# ---- palabra_mayor_nin ----
===== config.mk =====
export PLATFORM = sky130hd
export DESIGN_NAME = palabra_mayor_nin
export DESIGN_NICKNAME = d
export VERILOG_FILES = /design/src/rtl/palabra_mayor_nin.sv
export SDC_FILE = /design/constraint.sdc
export NUM_CORES = 1
export LEC_CHECK = 0
export CORE_ASPECT_RATIO = 2
export CORE_UTILIZATION = 23
export CTS_BUF_LIST = sky130_fd_sc_hd__clkbuf_8 sky130_fd_sc_hd__clkbuf_16
export CTS_CLUSTER_DIAMETER = 150
export DETAILED_ROUTE_END_ITERATION = 12
export PLACE_DENSITY = 0.38
export SLEW_MARGIN = 10
export SYNTH_ARGS = -nofsm -noshare
export SYNTH_HDL_FRONTEND = slang
export SYNTH_SLANG_ARGS = --single-unit

===== constraint.sdc =====
create_clock -name clk -period 2 [get_ports clk]
set_clock_uncertainty 0.1 [all_clocks]
set_input_delay 0.4 -clock clk [delete_from_list [all_inputs] [get_ports clk]]
set_output_delay 0.4 -clock clk [all_outputs]
set_load 0.01 [all_outputs]

===== src/rtl/palabra_mayor_nin.sv =====
// Pipelined N-input max/min selector. Returns the winning word, its lowest index and a tie flag.
// A single pipeline enable moves every stage together under valid/ready backpressure.
module palabra_mayor_nin #(
  parameter  int unsigned WIDTH  = 4,
  parameter  int unsigned NUM_IN = 4,
  localparam int unsigned LEVELS = $clog2(NUM_IN)
) (
  input  logic                    clk,
  input  logic                    reset,
  input  logic                    in_valid,
  output logic                    in_ready,
  input  logic                    in_mode,
  input  logic [NUM_IN*WIDTH-1:0] in_data,
  output logic                    out_valid,
  input  logic                    out_ready,
  output logic [WIDTH-1:0]        out_data,
  output logic [LEVELS-1:0]       out_index,
  output logic                    out_tie
);

  localparam int unsigned STAGES = LEVELS + 1;

  // Stage 0 holds the captured sample; stage l holds NUM_IN>>l tournament candidates.
  logic              vld_q  [STAGES];
  logic              vld_d  [STAGES];
  logic              mode_q [STAGES];
  logic              mode_d [STAGES];
  logic [WIDTH-1:0]  val_q  [STAGES][NUM_IN];
  logic [WIDTH-1:0]  val_d  [STAGES][NUM_IN];
  logic [LEVELS-1:0] idx_q  [STAGES][NUM_IN];
  logic [LEVELS-1:0] idx_d  [STAGES][NUM_IN];
  logic              tie_q  [STAGES][NUM_IN];
  logic              tie_d  [STAGES][NUM_IN];

  logic              out_valid_q, out_valid_d;
  logic [WIDTH-1:0]  out_data_q,  out_data_d;
  logic [LEVELS-1:0] out_index_q, out_index_d;
  logic              out_tie_q,   out_tie_d;

  logic              advance;

  assign advance  = out_ready | ~out_valid_q;
  assign in_ready = reset & advance;

  assign out_valid = out_valid_q;
  assign out_data  = out_data_q;
  assign out_index = out_index_q;
  assign out_tie   = out_tie_q;

  // Right candidate displaces the left only on a strict win, so equal values keep the lower index.
  function automatic logic right_wins(input logic mode, input logic [WIDTH-1:0] lval,
                                      input logic [WIDTH-1:0] rval);
    return mode ? (rval < lval) : (rval > lval);
  endfunction

  always_comb begin
    vld_d       = vld_q;
    mode_d      = mode_q;
    val_d       = val_q;
    idx_d       = idx_q;
    tie_d       = tie_q;
    out_valid_d = out_valid_q;
    out_data_d  = out_data_q;
    out_index_d = out_index_q;
    out_tie_d   = out_tie_q;

    if (advance) begin
      vld_d[0]  = in_valid;
      mode_d[0] = in_mode;
      for (int i = 0; i < int'(NUM_IN); i++) begin
        val_d[0][i] = in_data[i*WIDTH +: WIDTH];
        idx_d[0][i] = LEVELS'(i);
        tie_d[0][i] = 1'b0;
      end

      for (int l = 1; l < int'(STAGES); l++) begin
        vld_d[l]  = vld_q[l-1];
        mode_d[l] = mode_q[l-1];
        for (int j = 0; j < int'(NUM_IN >> l); j++) begin
          if (right_wins(mode_q[l-1], val_q[l-1][2*j], val_q[l-1][2*j+1])) begin
            val_d[l][j] = val_q[l-1][2*j+1];
            idx_d[l][j] = idx_q[l-1][2*j+1];
            tie_d[l][j] = tie_q[l-1][2*j+1];
          end else begin
            val_d[l][j] = val_q[l-1][2*j];
            idx_d[l][j] = idx_q[l-1][2*j];
            tie_d[l][j] = (val_q[l-1][2*j] == val_q[l-1][2*j+1]) | tie_q[l-1][2*j];
          end
        end
      end

      // Output registers only load real results so they keep the last one across bubbles.
      out_valid_d = vld_q[LEVELS];
      if (vld_q[LEVELS]) begin
        out_data_d  = val_q[LEVELS][0];
        out_index_d = idx_q[LEVELS][0];
        out_tie_d   = tie_q[LEVELS][0];
      end
    end
  end

  always_ff @(posedge clk or negedge reset) begin
    if (!reset) begin
      for (int s = 0; s < int'(STAGES); s++) begin
        vld_q[s]  <= 1'b0;
        mode_q[s] <= 1'b0;
        for (int i = 0; i < int'(NUM_IN); i++) begin
          val_q[s][i] <= '0;
          idx_q[s][i] <= '0;
          tie_q[s][i] <= 1'b0;
        end
      end
      out_valid_q <= 1'b0;
      out_data_q  <= '0;
      out_index_q <= '0;
      out_tie_q   <= 1'b0;
    end else begin
      vld_q       <= vld_d;
      mode_q      <= mode_d;
      val_q       <= val_d;
      idx_q       <= idx_d;
      tie_q       <= tie_d;
      out_valid_q <= out_valid_d;
      out_data_q  <= out_data_d;
      out_index_q <= out_index_d;
      out_tie_q   <= out_tie_d;
    end
  end

endmodule


# ---- branch_predictor ----
### config.mk
export PLATFORM = sky130hd
export DESIGN_NAME = branch_predictor
export DESIGN_NICKNAME = d
export VERILOG_FILES = /design/src/rtl/branch_predictor.sv
export SDC_FILE = /design/constraint.sdc
export NUM_CORES = 2
export LEC_CHECK = 0
export ABC_AREA = 1
export CAP_MARGIN = 20
export CORE_ASPECT_RATIO = 0.7
export CORE_MARGIN = 4
export CORE_UTILIZATION = 45
export DETAILED_ROUTE_END_ITERATION = 6
export GPL_TIMING_DRIVEN = 1
export PLACE_DENSITY = 0.64
export SLEW_MARGIN = 40
export SYNTH_ARGS = -nofsm -noshare
export SYNTH_HDL_FRONTEND = slang
export SYNTH_SLANG_ARGS = --single-unit
### constraint.sdc
create_clock -name clk -period 36.4 [get_ports clk]
set_input_delay 9.1 -clock clk [delete_from_list [all_inputs] [get_ports clk]]
set_output_delay 9.1 -clock clk [all_outputs]
set_load 0.1 [all_outputs]
### src/rtl/branch_predictor.sv
// Direct-mapped BTB with 2-bit saturating counters: combinational fetch-stage prediction,
// EX-stage mispredict detection with redirect/flush, table training and branch statistics.
module branch_predictor #(
  parameter int          ENTRIES   = 16,
  parameter logic [1:0]  RESET_CTR = 2'b01
) (
  input  logic        clk,
  input  logic        reset,
  input  logic [31:0] if_pc,
  output logic        pred_taken,
  output logic [31:0] pred_target,
  input  logic        ex_valid,
  input  logic        ex_stall,
  input  logic [31:0] ex_pc,
  input  logic        ex_taken,
  input  logic [31:0] ex_target,
  input  logic        ex_pred_taken,
  input  logic [31:0] ex_pred_target,
  output logic        redirect,
  output logic [31:0] redirect_pc,
  output logic        flush,
  output logic [31:0] branch_count,
  output logic [31:0] mispredict_count
);

  localparam int IDX = $clog2(ENTRIES);
  localparam int TW  = 30 - IDX;

  logic          valid_q  [ENTRIES];
  logic [TW-1:0] tag_q    [ENTRIES];
  logic [31:0]   target_q [ENTRIES];
  logic [1:0]    ctr_q    [ENTRIES];

  logic [IDX-1:0] if_idx, ex_idx;
  logic [TW-1:0]  if_tag, ex_tag;
  logic           if_hit, ex_hit;
  logic           train;
  logic           mispredict;
  logic           unused_pc_bits;

  assign if_idx = if_pc[IDX+1:2];
  assign if_tag = if_pc[31:IDX+2];
  assign ex_idx = ex_pc[IDX+1:2];
  assign ex_tag = ex_pc[31:IDX+2];
  assign unused_pc_bits = ^{if_pc[1:0], ex_pc[1:0]};

  // Lookup reads registered state only; a same-cycle training write is not bypassed.
  assign if_hit      = valid_q[if_idx] && (tag_q[if_idx] == if_tag);
  assign pred_taken  = if_hit && ctr_q[if_idx][1];
  assign pred_target = pred_taken ? target_q[if_idx] : (if_pc + 32'd4);

  // A branch resolves only when EX is both valid and not stalled.
  assign ex_hit     = valid_q[ex_idx] && (tag_q[ex_idx] == ex_tag);
  assign train      = ex_valid && !ex_stall;
  assign mispredict = train && ((ex_taken != ex_pred_taken) ||
                                (ex_taken && (ex_target != ex_pred_target)));

  assign redirect    = mispredict;
  assign flush       = mispredict;
  assign redirect_pc = mispredict ? (ex_taken ? ex_target : (ex_pc + 32'd4)) : 32'd0;

  always_ff @(posedge clk or posedge reset) begin
    if (reset) begin
      for (int i = 0; i < ENTRIES; i++) begin
        valid_q[i]  <= 1'b0;
        tag_q[i]    <= '0;
        target_q[i] <= 32'd0;
        ctr_q[i]    <= RESET_CTR;
      end
    end else if (train) begin
      if (ex_taken) begin
        if (ex_hit) begin
          if (ctr_q[ex_idx] != 2'b11) ctr_q[ex_idx] <= ctr_q[ex_idx] + 2'd1;
          target_q[ex_idx] <= ex_target;
        end else begin
          // Allocation evicts whatever alias occupied this slot.
          valid_q[ex_idx]  <= 1'b1;
          tag_q[ex_idx]    <= ex_tag;
          target_q[ex_idx] <= ex_target;
          ctr_q[ex_idx]    <= 2'b10;
        end
      end else if (ex_hit && (ctr_q[ex_idx] != 2'b00)) begin
        ctr_q[ex_idx] <= ctr_q[ex_idx] - 2'd1;
      end
    end
  end

  always_ff @(posedge clk or posedge reset) begin
    if (reset) begin
      branch_count     <= 32'd0;
      mispredict_count <= 32'd0;
    end else if (train) begin
      if (branch_count != 32'hFFFF_FFFF) branch_count <= branch_count + 32'd1;
      if (mispredict && (mispredict_count != 32'hFFFF_FFFF))
        mispredict_count <= mispredict_count + 32'd1;
    end
  end

endmodule

# ---- mem_access_stage ----
$ cat src/rtl/mem_access_stage.sv
// rtl/mem_access_stage.sv - MEM stage: req/ack data-memory port, stall, load size masking, MEM/WB register
// Optional feature macro: MEM_TIMEOUT_EN (REQ abort counter and sticky dm_err)
module mem_access_stage #(
  parameter int DATA_W      = 64,
  parameter int TIMEOUT_CYC = 255
) (
  input  logic              clk,
  input  logic              rst,
  input  logic              mem_read,
  input  logic              mem_write,
  input  logic [1:0]        mem_size,
  input  logic [DATA_W-1:0] mem_ALU_result,
  input  logic [DATA_W-1:0] mem_ALU_B,
  input  logic [4:0]        mem_Rd,
  input  logic [1:0]        mem_WB,
  output logic              dm_req,
  output logic              dm_we,
  output logic [DATA_W-1:0] dm_addr,
  output logic [DATA_W-1:0] dm_wdata,
  output logic [1:0]        dm_size,
  input  logic              dm_ack,
  input  logic [DATA_W-1:0] dm_rdata,
  output logic              stall,
  output logic [4:0]        wb_Rd,
  output logic [1:0]        wb_WB,
  output logic [DATA_W-1:0] wb_data,
  output logic              misalign,
  output logic              dm_err
);

  typedef enum logic {IDLE = 1'b0, REQ = 1'b1} state_t;

  state_t              state_q, state_d;
  logic                dm_req_q, dm_req_d;
  logic                dm_we_q, dm_we_d;
  logic [DATA_W-1:0]   dm_addr_q, dm_addr_d;
  logic [DATA_W-1:0]   dm_wdata_q, dm_wdata_d;
  logic [1:0]          dm_size_q, dm_size_d;
  logic [4:0]          wb_Rd_q, wb_Rd_d;
  logic [1:0]          wb_WB_q, wb_WB_d;
  logic [DATA_W-1:0]   wb_data_q, wb_data_d;
  logic                misalign_q, misalign_d;
  logic                stall_c;
  logic                mem_op;
  logic                addr_fault;
  logic                timeout_hit;
  logic [DATA_W-1:0]   size_mask;

  assign mem_op = mem_read | mem_write;

  always_comb begin
    addr_fault = 1'b0;
    case (mem_size)
      2'b01:   addr_fault = mem_ALU_result[0];
      2'b10:   addr_fault = |mem_ALU_result[1:0];
      2'b11:   addr_fault = |mem_ALU_result[2:0];
      default: addr_fault = 1'b0;
    endcase
  end

  always_comb begin
    size_mask = '1;
    case (dm_size_q)
      2'b00:   size_mask = DATA_W'(64'h0000_0000_0000_00FF);
      2'b01:   size_mask = DATA_W'(64'h0000_0000_0000_FFFF);
      2'b10:   size_mask = DATA_W'(64'h0000_0000_FFFF_FFFF);
      default: size_mask = '1;
    endcase
  end

`ifdef MEM_TIMEOUT_EN
  localparam int CNT_W = ($clog2(TIMEOUT_CYC + 1) > 8) ? $clog2(TIMEOUT_CYC + 1) : 8;

  logic [CNT_W-1:0] cnt_q;
  logic             err_q;

  // cnt_q holds the number of REQ cycles already completed
  assign timeout_hit = (state_q == REQ) && !dm_ack && (cnt_q == CNT_W'(TIMEOUT_CYC - 1));

  always_ff @(posedge clk or negedge rst) begin
    if (!rst) begin
      cnt_q <= '0;
      err_q <= 1'b0;
    end else begin
      cnt_q <= (state_q == REQ && !dm_ack && !timeout_hit) ? cnt_q + CNT_W'(1) : '0;
      if (timeout_hit) err_q <= 1'b1;
    end
  end

  assign dm_err = err_q;
`else
  logic unused_timeout;
  assign unused_timeout = (TIMEOUT_CYC != 0);
  assign timeout_hit    = 1'b0;
  assign dm_err         = 1'b0;
`endif

  always_comb begin
    state_d    = state_q;
    dm_req_d   = dm_req_q;
    dm_we_d    = dm_we_q;
    dm_addr_d  = dm_addr_q;
    dm_wdata_d = dm_wdata_q;
    dm_size_d  = dm_size_q;
    wb_Rd_d    = wb_Rd_q;
    wb_WB_d    = wb_WB_q;
    wb_data_d  = wb_data_q;
    misalign_d = 1'b0;
    stall_c    = 1'b0;
    case (state_q)
      IDLE: begin
        if (!mem_op) begin
          wb_Rd_d   = mem_Rd;
          wb_WB_d   = mem_WB;
          wb_data_d = mem_ALU_result;
        end else if (misalign_q) begin
          // faulted op is still held upstream; release it as a bubble
          wb_WB_d = 2'b00;
        end else begin
          stall_c = 1'b1;
          wb_WB_d = 2'b00;
          if (addr_fault) begin
            misalign_d = 1'b1;
          end else begin
            state_d    = REQ;
            dm_req_d   = 1'b1;
            dm_we_d    = mem_write;
            dm_addr_d  = mem_ALU_result;
            dm_wdata_d = mem_ALU_B;
            dm_size_d  = mem_size;
          end
        end
      end
      REQ: begin
        if (dm_ack) begin
          state_d  = IDLE;
          dm_req_d = 1'b0;
          wb_Rd_d  = mem_Rd;
          wb_WB_d  = dm_we_q ? 2'b00 : mem_WB;
          if (!dm_we_q) wb_data_d = dm_rdata & size_mask;
        end else if (timeout_hit) begin
          state_d  = IDLE;
          dm_req_d = 1'b0;
          wb_WB_d  = 2'b00;
        end else begin
          stall_c = 1'b1;
          wb_WB_d = 2'b00;
        end
      end
      default: state_d = IDLE;
    endcase
    if (!rst) stall_c = 1'b0;
  end

  always_ff @(posedge clk or negedge rst) begin
    if (!rst) begin
      state_q    <= IDLE;
      dm_req_q   <= 1'b0;
      dm_we_q    <= 1'b0;
      dm_addr_q  <= '0;
      dm_wdata_q <= '0;
      dm_size_q  <= 2'b00;
      wb_Rd_q    <= 5'd0;
      wb_WB_q    <= 2'b00;
      wb_data_q  <= '0;
      misalign_q <= 1'b0;
    end else begin
      state_q    <= state_d;
      dm_req_q   <= dm_req_d;
      dm_we_q    <= dm_we_d;
      dm_addr_q  <= dm_addr_d;
      dm_wdata_q <= dm_wdata_d;
      dm_size_q  <= dm_size_d;
      wb_Rd_q    <= wb_Rd_d;
      wb_WB_q    <= wb_WB_d;
      wb_data_q  <= wb_data_d;
      misalign_q <= misalign_d;
    end
  end

  assign dm_req   = dm_req_q;
  assign dm_we    = dm_we_q;
  assign dm_addr  = dm_addr_q;
  assign dm_wdata = dm_wdata_q;
  assign dm_size  = dm_size_q;
  assign stall    = stall_c;
  assign wb_Rd    = wb_Rd_q;
  assign wb_WB    = wb_WB_q;
  assign wb_data  = wb_data_q;
  assign misalign = misalign_q;

endmodule

$ cat config.mk
export PLATFORM = sky130hd
export DESIGN_NAME = mem_access_stage
export DESIGN_NICKNAME = d
export VERILOG_FILES = /design/src/rtl/mem_access_stage.sv
export SDC_FILE = /design/constraint.sdc
export NUM_CORES = 1
export LEC_CHECK = 0
export CORE_AREA = 2 2 161 163
export CTS_CLUSTER_SIZE = 25
export DETAILED_ROUTE_END_ITERATION = 8
export DIE_AREA = 0 0 163 165
export GPL_TIMING_DRIVEN = 0
export PLACE_DENSITY = 0.69
export SKIP_CTS_REPAIR_TIMING = 1
export SLEW_MARGIN = 25
export SYNTH_ARGS = -nofsm -noshare
export SYNTH_HDL_FRONTEND = slang
export SYNTH_SLANG_ARGS = --single-unit
$ cat constraint.sdc
create_clock -name clk -period 4.3 [get_ports clk]
set_clock_uncertainty 0.2 [all_clocks]
set_input_delay 0.86 -clock clk [delete_from_list [all_inputs] [get_ports clk]]
set_output_delay 0.86 -clock clk [all_outputs]
set_load 0.05 [all_outputs]
palabra_mayor_nin/zoom.png
The bar under the picture is 10 µm long. Region (6, 24) to (31, 49) µm. Cells in gray, sequential cells in the stronger gray; small squares are vias.
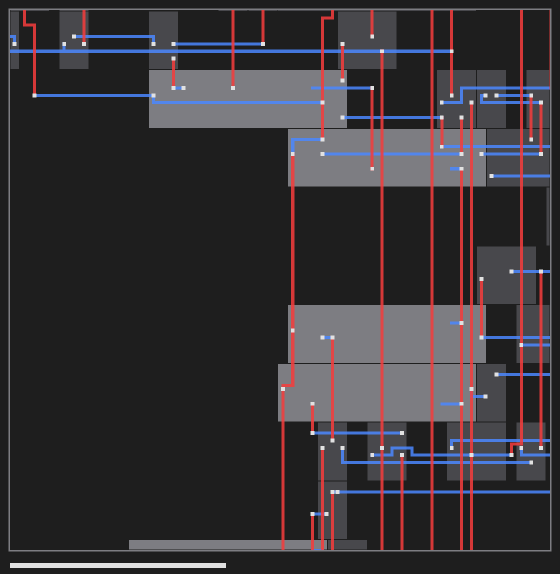
met2 -> red
met1 -> blue
sequential cells in the window = 4
netlist names of flops here include = `val_q` (4)
cells with their middle in the window = 17
most frequent = nand2_1 (4), dfrtp_1 (4)

palabra_mayor_nin/gate_families.png
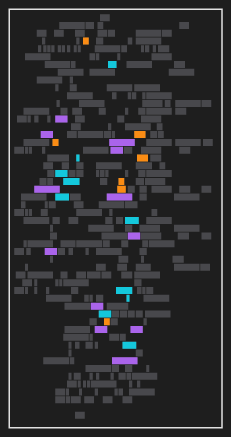
AND and OR gates -> orange  # cells 7
NOR gates -> cyan  # cells 10, where center
adder and majority cells -> purple  # cells 12

==> run_summary.xml, palabra_mayor_nin <==
<?xml version="1.0" encoding="UTF-8"?>
<metrics>
  <group name="drt">
    <metric name="route.antenna.remaining_nets" unit="">0</metric>
    <metric name="drcViolationCount" unit="">0</metric>
    <metric name="wl_per_cell" unit="µm">13.56</metric>
    <metric name="dr_total_vias" unit="">1797</metric>
  </group>
  <group name="sta">
    <metric name="timing.final.setup_violations" unit="">11</metric>
    <metric name="postLayoutSetupSlackWorst" unit="ns">-0.08503</metric>
  </group>
  <group name="finish">
    <metric name="layout.area.top_class" unit="">sequential cells</metric>
    <metric name="syn2layout_area_growth" unit="%">47.89</metric>
    <metric name="final_layout_top_logic_cell" unit="">sky130_fd_sc_hd__nand2_1</metric>
  </group>
  <group name="cts">
    <metric name="path_clk_slew" unit="ns">0.06</metric>
    <metric name="hold_bufs_at_cts" unit="">0</metric>
    <metric name="cts_max_path_buffers" unit="">2</metric>
  </group>
  <group name="critical_path">
    <metric name="critPathLaunch" unit="">val_q[37]</metric>
    <metric name="cp-endpoint" unit="">val_q[24]</metric>
  </group>
  <group name="die">
    <metric name="floorplan.core_area" unit="µm²">10080</metric>
    <metric name="die_width" unit="µm">73.74</metric>
  </group>
  <group name="synth">
    <metric name="adder_and_majority_gate_portion_of_the_synthesized_area" unit="%">6.342</metric>
    <metric name="syn-cell-area" unit="µm²">2367</metric>
    <metric name="yosys.cell_types.count" unit="">30</metric>
  </group>
  <group name="outcome">
    <metric name="status" unit="">complete, but fails checks</metric>
    <metric name="failing_checks" unit="">setup timing</metric>
  </group>
  <group name="pwr">
    <metric name="power.static_leakage" unit="nW">1.648</metric>
  </group>
</metrics>
-- palabra_mayor_nin: stage by stage --
step	area, µm²	TNS [ns]	utilization, %	hold WS [ns]
after floorplan	2367	-0.3039	-	0.004409
after global placement	3102	-1.487	30.76	0.3492
after detailed placement	3102	-1.822	30.76	0.3548
after CTS	3385	-0.7485	33.56	0.2750
after global routing	3501	-1.685	34.71	0.2824
final	3501	-0.6555	34.71	0.2011
-- palabra_mayor_nin: layer usage --
metal | vias up | track usage (%) | part of all wire, %
met5 | - | 0 | 0
met4 | 0 | 5.962 | 3.1
met3 | 8 | 2.147 | 1.7
met2 | 20 | 23.35 | 58
met1 | 867 | 13.31 | 37
li1 | 902 | - | -
-- palabra_mayor_nin: repair_timing --
| action | in CTS | in global routing |
|---|---|---|
| pin swaps | 14 | 8 |
| endpoints found under the setup margin | 17 | 17 |
| resized | 19 | 11 |
| setup buffers | 5 | 6 |
-- palabra_mayor_nin: report_power, final --
group	total [mW]	leakage, nW	switching (mW)	internal (mW)
Sequential	1.67	0.594	0.238	1.43
Clock	0.821	0.0671	0.368	0.453
Combinational	3.23	0.987	1.33	1.90
Total	5.73	1.65	1.94	3.79
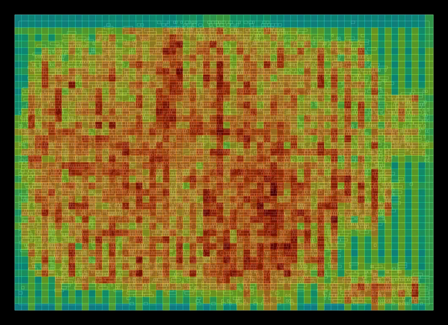
branch_predictor/final_congestion.png
met1 Track Usage GR: 45.22%
Total GRT Usage: 30.95%
met2 layer usage reported by global route: 43.92%
final core utilization: 50.78%

branch_predictor/zoom.png
The bar under the picture is 10 µm long. Region (95, 63) to (120, 88) µm. Cells in gray, sequential cells in the stronger gray; small squares are vias.
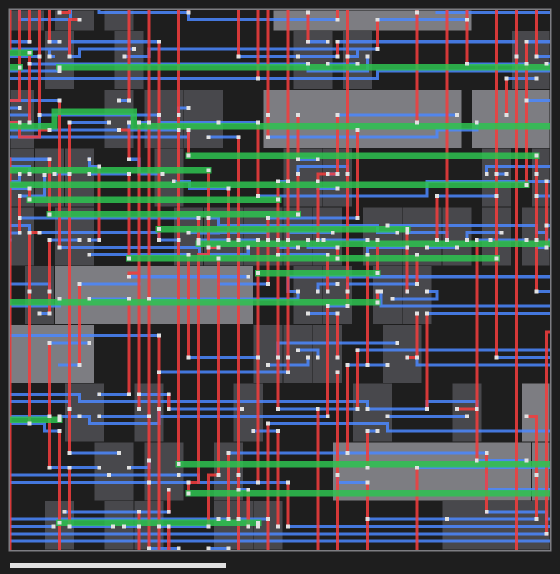
met1 -> blue
met3 -> green
met2 -> red
sequential cells in the window = 3
netlist names of flops here include = `tag_q` (3)
most frequent = nand2_1 (22), o21ai_0 (10), inv_1 (9)
cells with their middle in the window = 54

==> run_summary.xml, branch_predictor <==
<?xml version="1.0" encoding="UTF-8"?>
<metrics>
  <group name="finish">
    <metric name="final_layout_top_logic_cell" unit="">sky130_fd_sc_hd__nand2_1</metric>
    <metric name="final_layout_size_suffix_gt1_share" unit="%">7.848</metric>
  </group>
  <group name="synth">
    <metric name="syn-cell-area" unit="µm²">55880</metric>
    <metric name="enable_flop_cells" unit="">0</metric>
    <metric name="yosysWarnings" unit="">0</metric>
  </group>
  <group name="pwr">
    <metric name="share_clk_of_total_power" unit="%">34.9</metric>
    <metric name="clockNetworkPower" unit="mW">1.10</metric>
    <metric name="sequentialPower" unit="mW">1.43</metric>
  </group>
  <group name="sta">
    <metric name="setup_tns" unit="ns">0</metric>
  </group>
  <group name="critical_path">
    <metric name="critPathLaunch" unit="">if_pc[5]</metric>
  </group>
  <group name="cts">
    <metric name="clock.latency.late_pin" unit="ns">0.75</metric>
    <metric name="clock_sink_count" unit="">1040</metric>
    <metric name="post_cts_resize_count" unit="">0</metric>
  </group>
  <group name="placed_design">
    <metric name="dp.cells" unit="">8926</metric>
  </group>
  <group name="outcome">
    <metric name="status" unit="">complete, no violations</metric>
  </group>
  <group name="run">
    <metric name="max_cap_viol_count" unit="">0</metric>
  </group>
</metrics>
## branch_predictor: worst min-delay path: stages, from the launching register on
cell,delay (ns)
sky130_fd_sc_hd__dfrtp_1,0.32
sky130_fd_sc_hd__inv_1,0.05
sky130_fd_sc_hd__nand2_1,0.06
## branch_predictor: per-layer routing
layer	GRT usage (%)	vias to the layer above	routed length [µm]
met4	12.36	6	8754
met2	43.92	2814	84030
li1	-	24239	-
met5	0	-	50
met1	45.22	25031	88830
met3	7.698	405	23440
## branch_predictor: cell type report
| class | count | area (µm²) |
|---|---|---|
| Fill cell | 11940 | 60290 |
| Sequential cell | 1040 | 26050 |
| Multi-Input combinational cell | 5263 | 25230 |
| Timing Repair Buffer | 367 | 3112 |
| Clock buffer | 156 | 3032 |
| Inverter | 628 | 2374 |
| Tap cell | 1635 | 2046 |
| Clock inverter | 38 | 365.4 |
| Antenna cell | 2 | 5.005 |
## branch_predictor: sequential cells by signal, summed over array words and instances (netlist names)
| signal | flops |
|---|---|
| mispredict_count | 32 |
| valid_q | 16 |
| branch_count | 32 |
| ctr_q | 32 |
| tag_q | 416 |
| target_q | 512 |
mem_access_stage/zoom.png
The bar under the picture is 10 µm long. Region (28, 29) to (53, 54) µm. Cells in gray, sequential cells in the stronger gray; small squares are vias.
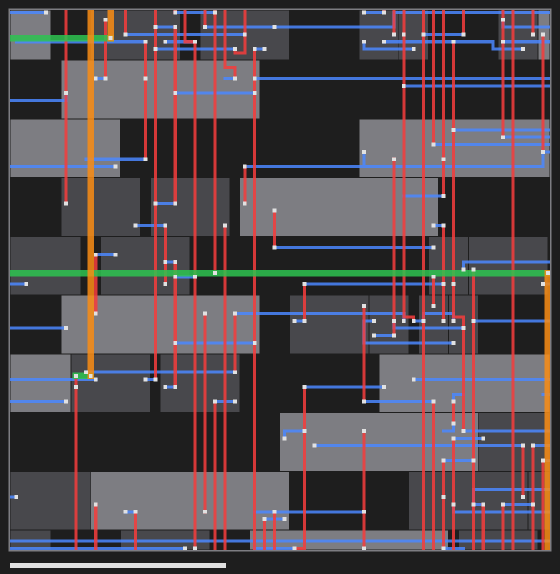
met4 -> orange
met2 -> red
met1 -> blue
met3 -> green
sequential cells in the window = 8
most frequent = dfrtp_1 (8), clkdlybuf4s50_1 (6), a21oi_1 (4)
cells with their middle in the window = 27
netlist names of flops here include = `wb_Rd` (3), `wb_data` (3)

==> run_summary.xml, mem_access_stage <==
<?xml version="1.0" encoding="UTF-8"?>
<metrics>
  <group name="outcome">
    <metric name="status" unit="">complete, no violations</metric>
  </group>
  <group name="pwr">
    <metric name="power.sequential.fraction" unit="%">26.7</metric>
    <metric name="sequentialPower" unit="mW">3.26</metric>
    <metric name="largestPowerGroup" unit="">combinational cells</metric>
    <metric name="ir_worst_vdd" unit="µV">595.7</metric>
  </group>
  <group name="die">
    <metric name="die_width" unit="µm">163</metric>
  </group>
  <group name="drt">
    <metric name="route.antenna.remaining_nets" unit="">0</metric>
    <metric name="wl_per_cell" unit="µm">20.08</metric>
  </group>
  <group name="global_routing">
    <metric name="global_route_wire_length_before_repair" unit="µm">42940</metric>
    <metric name="via_count_of_the_first_global_routing_pass" unit="">7307</metric>
  </group>
  <group name="synth">
    <metric name="enable_flop_cells" unit="">0</metric>
  </group>
  <group name="placed_design">
    <metric name="detailed_place_hpwl" unit="µm">21460</metric>
  </group>
  <group name="critical_path">
    <metric name="crit_path_max_incr_delay" unit="ns">0.86</metric>
    <metric name="cpMaxStageDelayCell" unit="">sky130_fd_sc_hd__clkdlybuf4s50_1</metric>
    <metric name="critPathTopFamily" unit="">buffers and inverters</metric>
  </group>
  <group name="sta">
    <metric name="grt_setup_unrepaired" unit="">false</metric>
  </group>
  <group name="finish">
    <metric name="antenna-diode-count" unit="">0</metric>
  </group>
</metrics>
==> mem_access_stage: routing by layer <==
layer | global-route usage [%] | routed length, µm | vias up
li1 | - | - | 3118
met1 | 24.97 | 11210 | 3311
met2 | 36.11 | 14240 | 326
met3 | 6.328 | 2514 | 54
met4 | 7.522 | 969 | 0
met5 | 0 | 0 | -
==> mem_access_stage: area by class of cell <==
| cell class | instances | area (µm²) |
|---|---|---|
| Multi-Input combinational cell | 405 | 3178 |
| Timing Repair Buffer | 412 | 4164 |
| Inverter | 2 | 7.507 |
| Clock buffer | 33 | 705.7 |
| Buffer | 43 | 294.0 |
| Tap cell | 330 | 412.9 |
| Fill cell | 2079 | 10980 |
| Sequential cell | 205 | 5130 |
| Clock inverter | 11 | 163.9 |
==> mem_access_stage: worst max-delay path by stage <==
stage / slack (ns) / to / cells after the start
final: 0.41 / stall / 5
after global routing: 0.14 / stall / 5
after CTS: -0.20 / stall / 6
after floorplan: 1.44 / stall / 3
after global placement: -7.23 / stall / 4
after detailed placement: 0.37 / stall / 6

# ---- wb_arbiter ----
### src/rtl/wb_arb_pkg.sv
// Shared widths and request type for the writeback arbiter.
// Round-robin arbitration is selected by defining WB_ARB_RR_EN.
package wb_arb_pkg;
    localparam int XLEN        = 32;
    localparam int REG_ADDR_W  = 5;
    localparam int NUM_REQ_DEF = 3;
    // Pointer wide enough for the largest legal requester count (4).
    localparam int PTR_W       = 2;

    typedef struct packed {
        logic [REG_ADDR_W-1:0] addr;
        logic [XLEN-1:0]       data;
    } wb_req_t;
endpackage

### src/rtl/wb_arb_pick.sv
// Combinational grant picker: first valid index scanning cyclically from ptr.
module wb_arb_pick
    import wb_arb_pkg::*;
#(
    parameter int NUM_REQ = NUM_REQ_DEF
) (
    input  logic [NUM_REQ-1:0] valid,
    input  logic [PTR_W-1:0]   ptr,
    output logic [NUM_REQ-1:0] grant
);

    int   idx;
    logic found;

    always_comb begin
        grant = '0;
        found = 1'b0;
        idx   = 0;
        for (int k = 0; k < NUM_REQ; k++) begin
            idx = (int'(ptr) + k) % NUM_REQ;
            if (!found && valid[idx]) begin
                grant[idx] = 1'b1;
                found      = 1'b1;
            end
        end
    end

endmodule

### src/rtl/wb_arbiter.sv
// Writeback arbiter: grants one requester per cycle into a registered
// register-file write port. Define WB_ARB_RR_EN for round-robin, else fixed priority.
module wb_arbiter
    import wb_arb_pkg::NUM_REQ_DEF, wb_arb_pkg::PTR_W;
#(
    parameter int NUM_REQ    = NUM_REQ_DEF,
    parameter int XLEN       = wb_arb_pkg::XLEN,
    parameter int REG_ADDR_W = wb_arb_pkg::REG_ADDR_W
) (
    input  logic                                clk,
    input  logic                                reset,
    input  logic                                flush,
    input  logic [NUM_REQ-1:0]                  req_valid,
    input  logic [NUM_REQ-1:0][REG_ADDR_W-1:0]  req_addr,
    input  logic [NUM_REQ-1:0][XLEN-1:0]        req_data,
    output logic [NUM_REQ-1:0]                  req_ready,
    output logic                                write_enable,
    output logic [REG_ADDR_W-1:0]               write_addr,
    output logic [XLEN-1:0]                     write_data,
    output logic [15:0]                         write_cnt,
    output logic [15:0]                         zero_drop_cnt
);

    logic [NUM_REQ-1:0]    valid_q;
    logic [NUM_REQ-1:0]    grant;
    logic [PTR_W-1:0]      ptr;
    logic                  xfer;
    logic [REG_ADDR_W-1:0] sel_addr;
    logic [XLEN-1:0]       sel_data;

    // Reset and flush both mask requests before the picker, so grant is never raised.
    assign valid_q   = (reset || flush) ? '0 : req_valid;
    assign req_ready = grant;
    assign xfer      = |grant;

    wb_arb_pick #(.NUM_REQ(NUM_REQ)) u_pick (
        .valid (valid_q),
        .ptr   (ptr),
        .grant (grant)
    );

    always_comb begin
        sel_addr = '0;
        sel_data = '0;
        for (int i = 0; i < NUM_REQ; i++) begin
            if (grant[i]) begin
                sel_addr = req_addr[i];
                sel_data = req_data[i];
            end
        end
    end

`ifdef WB_ARB_RR_EN
    logic [PTR_W-1:0] ptr_nxt;

    always_comb begin
        ptr_nxt = ptr;
        for (int i = 0; i < NUM_REQ; i++) begin
            if (grant[i]) ptr_nxt = PTR_W'((i + 1) % NUM_REQ);
        end
    end

    always_ff @(posedge clk) begin
        if (reset) ptr <= '0;
        else       ptr <= ptr_nxt;
    end
`else
    assign ptr = '0;
`endif

    always_ff @(posedge clk) begin
        if (reset) begin
            write_enable  <= 1'b0;
            write_addr    <= '0;
            write_data    <= '0;
            write_cnt     <= '0;
            zero_drop_cnt <= '0;
        end else begin
            write_enable <= 1'b0;
            if (xfer) begin
                write_addr <= sel_addr;
                write_data <= sel_data;
                // x0 is hardwired: accept the write but never strobe the file.
                if (sel_addr != '0) begin
                    write_enable <= 1'b1;
                    write_cnt    <= write_cnt + 16'd1;
                end else begin
                    zero_drop_cnt <= zero_drop_cnt + 16'd1;
                end
            end
        end
    end

endmodule

### config.mk
export PLATFORM = sky130hd
export DESIGN_NAME = wb_arbiter
export DESIGN_NICKNAME = d
export VERILOG_FILES = /design/src/rtl/wb_arb_pkg.sv /design/src/rtl/wb_arb_pick.sv /design/src/rtl/wb_arbiter.sv
export SDC_FILE = /design/constraint.sdc
export NUM_CORES = 1
export LEC_CHECK = 0
export CELL_PAD_IN_SITES_DETAIL_PLACEMENT = 1
export CELL_PAD_IN_SITES_GLOBAL_PLACEMENT = 1
export CORE_ASPECT_RATIO = 0.5
export CORE_MARGIN = 2
export CORE_UTILIZATION = 28
export DETAILED_ROUTE_END_ITERATION = 8
export HOLD_SLACK_MARGIN = 0.05
export PLACE_DENSITY = 0.8
export RECOVER_POWER = 50
export SETUP_SLACK_MARGIN = 0.05
export SLEW_MARGIN = 20
export SYNTH_ARGS = -nofsm -noshare
export SYNTH_HDL_FRONTEND = slang
export SYNTH_HIERARCHICAL = 1
export SYNTH_SLANG_ARGS = --single-unit
### constraint.sdc
create_clock -name clk -period 4.8 [get_ports clk]
set_input_delay 0.96 -clock clk [delete_from_list [all_inputs] [get_ports clk]]
set_output_delay 0.96 -clock clk [all_outputs]
set_load 0.01 [all_outputs]
# ---- basic_and_n ----
==> src/rtl/basic_and_n.sv <==
// Multi-input arrival gate: latches per-channel pulses, evaluates AND/OR/XOR on an eval strobe,
// and emits the result as a one-cycle pulse LATENCY cycles later through a shift pipeline.
module basic_and_n #(
  parameter int N       = 2,
  parameter int MODE    = 0,
  parameter int LATENCY = 1
) (
  input  logic         clk,
  input  logic         rst,
  input  logic [N-1:0] in,
  input  logic         eval,
  output logic         out,
  output logic [N-1:0] armed,
  output logic         dup_err
);

  logic [N-1:0]       armed_q, armed_d;
  logic [N-1:0]       eff;
  logic               result;
  logic               dup_q, dup_d;
  logic [LATENCY-1:0] pipe_q, pipe_d;

  always_comb begin
    // Same-cycle arrivals join the evaluation in progress instead of being carried forward.
    eff = armed_q | in;
    if (MODE == 0) begin
      result = &eff;
    end else if (MODE == 1) begin
      result = |eff;
    end else begin
      result = ^eff;
    end

    armed_d = eval ? '0 : (armed_q | in);
    dup_d   = dup_q | (~eval & (|(in & armed_q)));

    pipe_d    = pipe_q << 1;
    pipe_d[0] = eval & result;
  end

  always_ff @(posedge clk) begin
    if (rst) begin
      armed_q <= '0;
      dup_q   <= 1'b0;
      pipe_q  <= '0;
    end else begin
      armed_q <= armed_d;
      dup_q   <= dup_d;
      pipe_q  <= pipe_d;
    end
  end

  assign out     = pipe_q[LATENCY-1];
  assign armed   = armed_q;
  assign dup_err = dup_q;

endmodule

==> config.mk <==
export PLATFORM = sky130hd
export DESIGN_NAME = basic_and_n
export DESIGN_NICKNAME = d
export VERILOG_FILES = /design/src/rtl/basic_and_n.sv
export SDC_FILE = /design/constraint.sdc
export NUM_CORES = 1
export LEC_CHECK = 0
export ABC_AREA = 1
export CAP_MARGIN = 15
export CORE_AREA = 2 2 39 41
export CTS_CLUSTER_SIZE = 24
export DETAILED_ROUTE_END_ITERATION = 10
export DIE_AREA = 0 0 41 43
export PLACE_DENSITY = 0.37
export SYNTH_ARGS = -nofsm -noshare
export SYNTH_HDL_FRONTEND = slang
export SYNTH_SLANG_ARGS = --single-unit
export TNS_END_PERCENT = 100
==> constraint.sdc <==
create_clock -name clk -period 0.89 [get_ports clk]
set_clock_uncertainty 0.2 [all_clocks]
set_input_delay 0.1335 -clock clk [delete_from_list [all_inputs] [get_ports clk]]
set_output_delay 0.1335 -clock clk [all_outputs]
set_load 0.005 [all_outputs]
# ---- sigma_delta_modulator ----
===== src/rtl/sigma_delta_modulator.sv =====
// Second-order 1-bit sigma-delta modulator with a per-sample valid/ready request
// and underrun flag; each input sample is held for OSR loop iterations.
module sigma_delta_modulator #(
    parameter int N     = 8,
    parameter int OSR   = 16,
    parameter int ACC_W = N + 4
) (
    input  logic         clk,
    input  logic         reset,
    input  logic [N-1:0] dataIn,
    input  logic         inValid,
    output logic         inReady,
    output logic         bitOut,
    output logic         underrun
);
    localparam int SW = ACC_W + 2;
    localparam int PW = (OSR > 2) ? $clog2(OSR) : 1;
    localparam logic [PW-1:0] LAST_PH = PW'(OSR - 1);

    localparam logic signed [SW-1:0] POS_LIM = {3'b000, {(ACC_W-1){1'b1}}};
    localparam logic signed [SW-1:0] NEG_LIM = {3'b111, {(ACC_W-2){1'b0}}, 1'b1};
    localparam logic signed [SW-1:0] HALF    = {{(SW-N){1'b0}}, 1'b1, {(N-1){1'b0}}};

    typedef enum logic {IDLE = 1'b0, RUN = 1'b1} state_t;

    state_t                    state_q;
    logic [PW-1:0]             phase_q;
    logic [N-1:0]              sample_q;
    logic signed [ACC_W-1:0]   int1_q, int2_q;
    logic                      bit_q, underrun_q;

    logic signed [SW-1:0]      x_w, fb_w, sum1_w, sum2_w;
    logic signed [ACC_W-1:0]   int1_d, int2_d;
    logic                      last_w;

    function automatic logic signed [ACC_W-1:0] sat(input logic signed [SW-1:0] s);
        if (s > POS_LIM)      sat = POS_LIM[ACC_W-1:0];
        else if (s < NEG_LIM) sat = NEG_LIM[ACC_W-1:0];
        else                  sat = s[ACC_W-1:0];
    endfunction

    assign last_w  = (phase_q == LAST_PH);
    assign inReady = (state_q == IDLE) || last_w;

    // Loop arithmetic is done two bits wider than the integrators so that a
    // single update can never wrap before it is clamped.
    always_comb begin
        x_w    = $signed({{(SW-N){1'b0}}, sample_q}) - HALF;
        fb_w   = bit_q ? HALF : -HALF;
        sum1_w = {{2{int1_q[ACC_W-1]}}, int1_q} + x_w - fb_w;
        sum2_w = {{2{int2_q[ACC_W-1]}}, int2_q} + {{2{int1_q[ACC_W-1]}}, int1_q} - fb_w;
        int1_d = sat(sum1_w);
        int2_d = sat(sum2_w);
    end

    always_ff @(posedge clk) begin
        if (reset) begin
            state_q    <= IDLE;
            phase_q    <= '0;
            sample_q   <= '0;
            int1_q     <= '0;
            int2_q     <= '0;
            bit_q      <= 1'b0;
            underrun_q <= 1'b0;
        end else begin
            underrun_q <= 1'b0;
            case (state_q)
                IDLE: begin
                    if (inValid) begin
                        sample_q <= dataIn;
                        phase_q  <= '0;
                        state_q  <= RUN;
                    end
                end
                RUN: begin
                    int1_q <= int1_d;
                    int2_q <= int2_d;
                    bit_q  <= ~int2_d[ACC_W-1];
                    if (last_w) begin
                        phase_q <= '0;
                        // Missed slot: keep the old sample (zero-order hold).
                        if (inValid) sample_q   <= dataIn;
                        else         underrun_q <= 1'b1;
                    end else begin
                        phase_q <= phase_q + 1'b1;
                    end
                end
                default: state_q <= IDLE;
            endcase
        end
    end

    assign bitOut   = bit_q;
    assign underrun = underrun_q;

endmodule


===== config.mk =====
export PLATFORM = sky130hd
export DESIGN_NAME = sigma_delta_modulator
export DESIGN_NICKNAME = d
export VERILOG_FILES = /design/src/rtl/sigma_delta_modulator.sv
export SDC_FILE = /design/constraint.sdc
export NUM_CORES = 1
export LEC_CHECK = 0
export ABC_AREA = 0
export CORE_MARGIN = 4
export CORE_UTILIZATION = 56
export DETAILED_ROUTE_END_ITERATION = 10
export PLACE_DENSITY = 0.77
export SYNTH_ARGS = -nofsm -noshare
export SYNTH_HDL_FRONTEND = slang
export SYNTH_SLANG_ARGS = --single-unit

===== constraint.sdc =====
create_clock -name clk -period 4.1 [get_ports clk]
set_clock_uncertainty 0.1 [all_clocks]
set_input_delay 0.615 -clock clk [delete_from_list [all_inputs] [get_ports clk]]
set_output_delay 0.615 -clock clk [all_outputs]
set_load 0.005 [all_outputs]


==> layout pictures side by side <==
Gate-type map.
Plate I
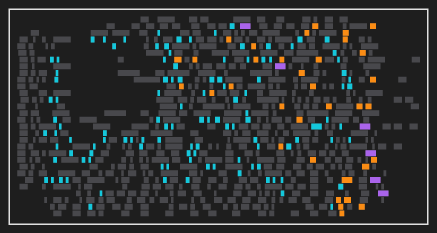
Plate II
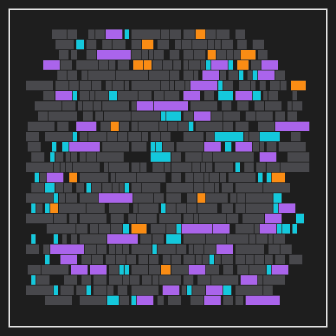
Plate III
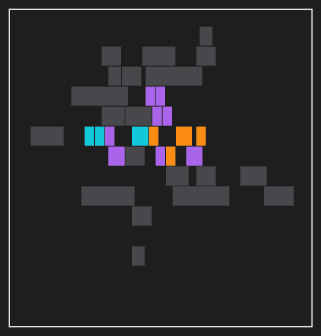
- Plate II = sigma_delta_modulator
- Plate III = basic_and_n
- Plate I = wb_arbiter
Of these, most cells: Plate I
Of these, fewest cells: Plate III

wb_arbiter/port_nets.png
The bar under the picture is 50 µm long.
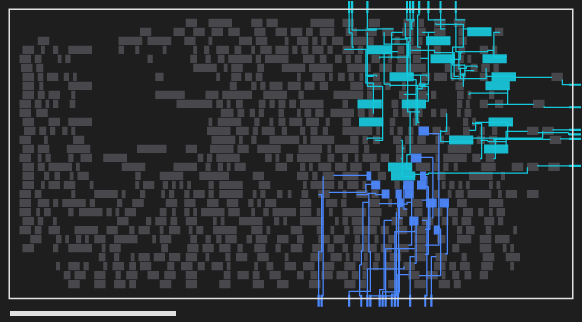
`zero_drop_cnt` -> cyan  # bits 16, direction output, edge 10 north, 6 east, end cells 16, buffers 16, wire 804 µm
`req_addr` -> blue  # bits 15, direction input, edge south, end cells 15, buffers 15, wire 621 µm

==> run_summary.xml, wb_arbiter <==
<?xml version="1.0" encoding="UTF-8"?>
<metrics>
  <group name="outcome">
    <metric name="status" unit="">complete, no violations</metric>
  </group>
  <group name="synth">
    <metric name="enable_flop_cells" unit="">0</metric>
    <metric name="asyncSetResetFlopFracSynth" unit="%">0</metric>
    <metric name="yosysCellCount" unit="">505</metric>
  </group>
  <group name="cts">
    <metric name="cts_bufs_inserted" unit="">9</metric>
    <metric name="path_clk_slew" unit="ns">0.06</metric>
  </group>
  <group name="sta">
    <metric name="number_of_max_slew_violations_in_the_final_report" unit="">0</metric>
    <metric name="postLayoutSetupSlackWorst" unit="ns">0.6153</metric>
    <metric name="timing.final.setup_violations" unit="">0</metric>
  </group>
  <group name="finish">
    <metric name="n_fill_cell" unit="">1621</metric>
    <metric name="final_layout_top_logic_cell" unit="">sky130_fd_sc_hd__clkdlybuf4s50_1</metric>
  </group>
  <group name="die">
    <metric name="core.rowCount" unit="">30</metric>
    <metric name="io-pin-count" unit="">190</metric>
  </group>
  <group name="drt">
    <metric name="drcViolationCount" unit="">0</metric>
    <metric name="wl_met2" unit="µm">7443</metric>
    <metric name="met1Wirelength" unit="µm">5804</metric>
  </group>
  <group name="min_path">
    <metric name="worstHoldStart" unit="">write_addr[4]</metric>
    <metric name="type_of_the_worst_min_delay_path" unit="">register to register</metric>
  </group>
  <group name="global_routing">
    <metric name="gr-usage-all-layers" unit="%">19.05</metric>
    <metric name="grt_max_degree" unit="">87</metric>
  </group>
  <group name="critical_path">
    <metric name="crit_path_required_time" unit="ns">5.04</metric>
    <metric name="critPathLaunch" unit="">flush</metric>
  </group>
</metrics>
[wb_arbiter: registers in the layout (all words and copies together), names as in the netlist]
name           flops
write_data        32
zero_drop_cnt     16
write_addr         5
write_cnt         16
write_enable       1
[wb_arbiter: critical path, stage by stage]
cell	delay, ns
sky130_fd_sc_hd__clkdlybuf4s50_1	0.45
sky130_fd_sc_hd__nor2_1	0.05
sky130_fd_sc_hd__and2_1	0.19
sky130_fd_sc_hd__mux2i_1	0.25
sky130_fd_sc_hd__o2bb2ai_1	0.12
sky130_fd_sc_hd__a32oi_1	0.14
sky130_fd_sc_hd__o21ai_0	0.39
sky130_fd_sc_hd__nand3b_1	0.25
sky130_fd_sc_hd__a2bb2oi_1	0.14
sky130_fd_sc_hd__or4_1	0.54
sky130_fd_sc_hd__buf_4	0.26
sky130_fd_sc_hd__or4_1	0.51
sky130_fd_sc_hd__a21oi_1	0.17
[wb_arbiter: final cells by class]
class,count,area share (%)
timing repair buffer,198,31.82
inverter,7,0.4278
tap,176,3.585
clock inverter,4,0.7741
clock buffer,11,3.952
multi-input combinational,388,36.63
sequential,70,22.82
basic_and_n/port_nets.png
The bar under the picture is 10 µm long.
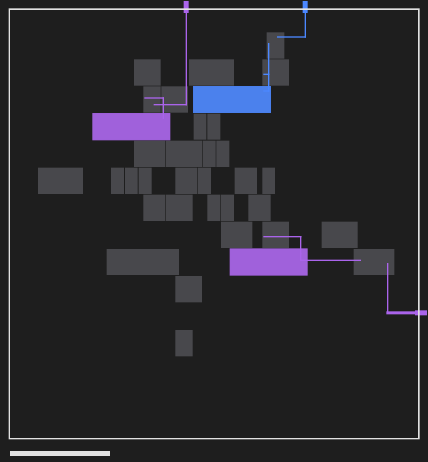
`dup_err` -> blue  # bits 1, direction output, edge north, end cells 1, buffers 1, wire 10.9 µm
`armed` -> purple  # bits 2, direction output, edge 1 north, 1 east, end cells 2, buffers 2, wire 36.0 µm
Port-buffer cells: 8
count of boundary I/O pins: 9

basic_and_n/final_congestion.png
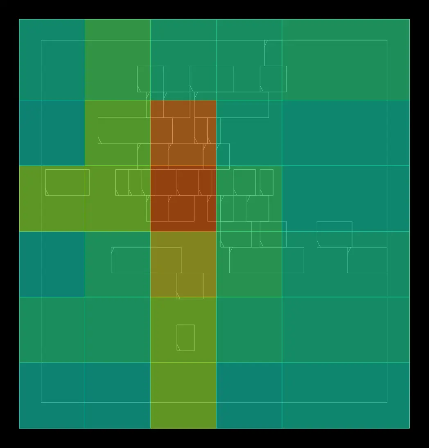
met1 Track Usage GR: 5.806%
final core utilization: 21.97%
grt peak-use layer: met4

==> run_summary.xml, basic_and_n <==
<?xml version="1.0" encoding="UTF-8"?>
<metrics>
  <group name="sta">
    <metric name="postLayoutSetupSlackWorst" unit="ns">-0.1041</metric>
    <metric name="report.final.hold_viol_count" unit="">4</metric>
    <metric name="timing.hold.ws" unit="ns">-0.06664</metric>
    <metric name="timing.final.setup_violations" unit="">7</metric>
  </group>
  <group name="outcome">
    <metric name="failing_checks" unit="">hold timing, setup timing</metric>
    <metric name="status" unit="">complete, but fails checks</metric>
  </group>
  <group name="critical_path">
    <metric name="crit_path_max_incr_delay" unit="ns">0.31</metric>
    <metric name="timing.reg2reg.setup_slack" unit="ns">-0.06</metric>
    <metric name="critPathMaxFanout" unit="">2</metric>
  </group>
  <group name="global_routing">
    <metric name="grt_max_degree" unit="">4</metric>
  </group>
  <group name="drt">
    <metric name="totalWireLength" unit="µm">402</metric>
    <metric name="route.antenna.remaining_nets" unit="">0</metric>
  </group>
  <group name="cts">
    <metric name="cts_max_path_buffers" unit="">2</metric>
    <metric name="post_cts_setup_buffers" unit="">2</metric>
  </group>
  <group name="finish">
    <metric name="regArea" unit="µm²">83.83</metric>
  </group>
</metrics>
## basic_and_n: report_power, final
part | switching, mW | internal (mW) | leakage, nW
Combinational | 0.0290 | 0.0390 | 0.120
Clock | 0.0822 | 0.151 | 0.0138
Sequential | 0.00345 | 0.190 | 0.0340
## basic_and_n: cell families after synthesis
group | Yosys count | share of synthesized area (%)
buffers and inverters | 4 | 9.833
AND-OR/OR-AND | 2 | 9.014
AND/OR/NAND/NOR | 11 | 28.69
flip-flops | 4 | 52.46
## basic_and_n: cells in the mapped netlist
cell type / instances / area share (%)
sky130_fd_sc_hd__o21ai_1: 1 / 3.3
sky130_fd_sc_hd__nor2_2: 1 / 4.1
sky130_fd_sc_hd__a21oi_2: 1 / 5.7
sky130_fd_sc_hd__nand2_1: 8 / 20
sky130_fd_sc_hd__dfxtp_1: 4 / 52
sky130_fd_sc_hd__nor2_1: 2 / 4.9
sky130_fd_sc_hd__inv_1: 4 / 9.8
## basic_and_n: path summary, 6_finish.rpt
path             from       end  cells past startpoint
min              eval  armed[0]                      2
min reg2reg   dup_err   dup_err                      3
max          armed[0]  armed[0]                      1
max reg2reg  armed[1]       out                      5
sigma_delta_modulator/registers.png
The bar under the picture is 20 µm long. Other sequential cells in the stronger gray, the rest of the logic in the fainter gray.
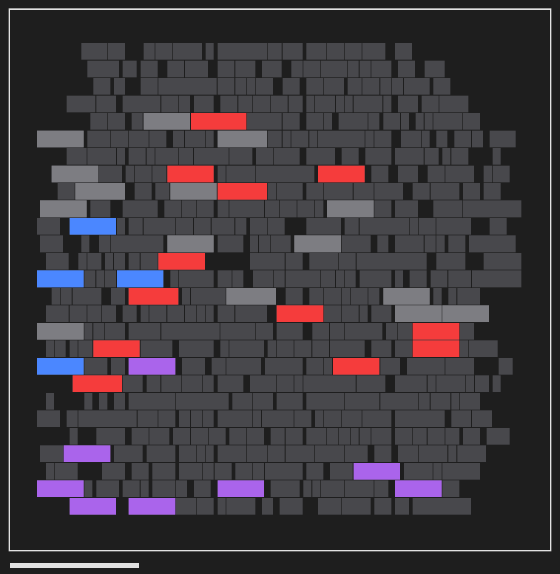
`sample_q` -> purple  # placed flops 8
`phase_q` -> blue  # placed flops 4, where west
`int1_q` -> red  # placed flops 12
not colored = 15

==> run_summary.xml, sigma_delta_modulator <==
<?xml version="1.0" encoding="UTF-8"?>
<metrics>
  <group name="synth">
    <metric name="synth_nets" unit="">436</metric>
    <metric name="syn_inst" unit="">384</metric>
    <metric name="top_cell_types_by_occurrence_after_synthesis" unit="">46 x sky130_fd_sc_hd__nor2_1, 39 x sky130_fd_sc_hd__dfxtp_1, 37 x sky130_fd_sc_hd__ha_1</metric>
  </group>
  <group name="sta">
    <metric name="timing.final.setup_violations" unit="">22</metric>
    <metric name="timing.fmax" unit="GHz">0.2271</metric>
    <metric name="setup_tns" unit="ns">-4.411</metric>
    <metric name="postLayoutSetupSlackWorst" unit="ns">-0.3034</metric>
  </group>
  <group name="critical_path">
    <metric name="crit_path_required_time" unit="ns">4.21</metric>
    <metric name="crit-reg2reg-launch" unit="">int1_q[0]</metric>
    <metric name="reg2reg_to" unit="">int1_q[0]</metric>
    <metric name="worst_ep_arrival_time" unit="ns">4.52</metric>
  </group>
  <group name="die">
    <metric name="die_height" unit="µm">83.96</metric>
    <metric name="floorplan.core_area" unit="µm²">5540</metric>
  </group>
  <group name="outcome">
    <metric name="failing_checks" unit="">setup timing</metric>
    <metric name="status" unit="">complete, but fails checks</metric>
  </group>
  <group name="global_routing">
    <metric name="gr-usage-all-layers" unit="%">25.20</metric>
  </group>
</metrics>
## sigma_delta_modulator: cell families after synthesis
family / synth area share (%)
xor gates and xnor gates: 6.235
adders and majority gates: 16.81
and+or+nand+nor: 19.56
muxes: 2.827
AOI/OAI and AO/OA: 26.84
DFF: 24.17
buffers and inverters: 3.563
## sigma_delta_modulator: sequential cells by signal, summed over array words and instances, names as in the netlist
register  flops
phase_q       4
underrun      1
state_q       1
int2_q       12
int1_q       12
bitOut        1
sample_q      8
## sigma_delta_modulator: report_power, final
part	internal, mW	total, mW	switching, mW
registers	0.472	0.562	0.0902
logic	1.59	3.41	1.81
clock network	0.201	0.359	0.158
total	2.27	4.33	2.06
## sigma_delta_modulator: layout make-up
type | instances | area [µm²] | area share, %
Clock buffer | 6 | 82.58 | 1.797
Clock inverter | 2 | 38.79 | 0.8442
Inverter | 15 | 56.30 | 1.225
Multi-Input combinational cell | 318 | 2778 | 60.46
Sequential cell | 39 | 792.0 | 17.24
Tap cell | 72 | 90.09 | 1.961
Timing Repair Buffer | 94 | 757.0 | 16.48
## sigma_delta_modulator: stage by stage
stage,area (µm²),std cells
after global placement,3915,521
after global routing,4594,546
after detailed placement,3915,521
after CTS,4219,532
after floorplan,3266,384
final,4594,546


## Gallery

Port wiring.
shot_01.png
The bar under the picture is 20 µm long.
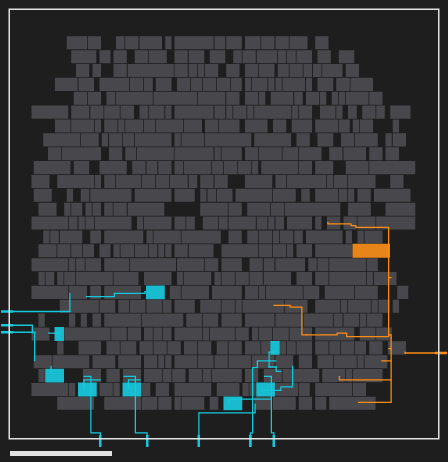
shot_02.png
The bar under the picture is 50 µm long.
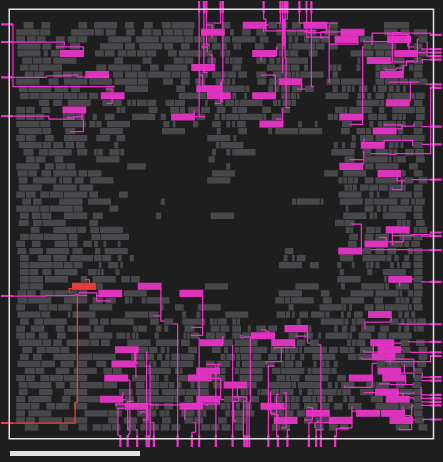
shot_03.png
The bar under the picture is 100 µm long.
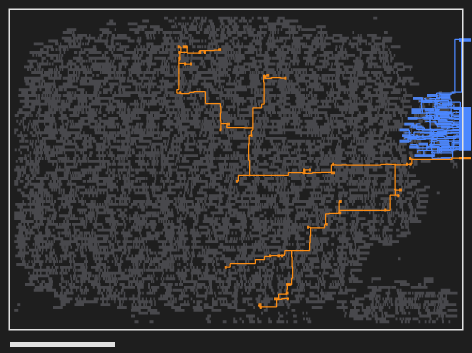
shot_04.png
The bar under the picture is 20 µm long.
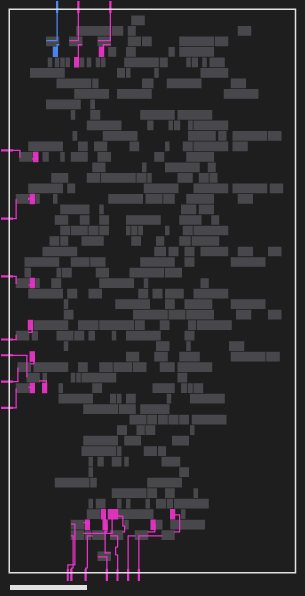
shot_04.png -> palabra_mayor_nin
shot_02.png -> mem_access_stage
shot_01.png -> sigma_delta_modulator
shot_03.png -> branch_predictor
Of these, smallest die: shot_01.png
Of these, largest die: shot_03.png

Key to shot_04.png:
`in_data` -> magenta  # bits 16, direction input, edge 7 west, 7 south, 2 north, end cells 16, buffers 16, wire 207 µm
`in_valid` -> blue  # bits 1, direction input, edge north, end cells 1, buffers 1, wire 12.9 µm

No activity file was given, so power comes from the tool's default toggle rates.
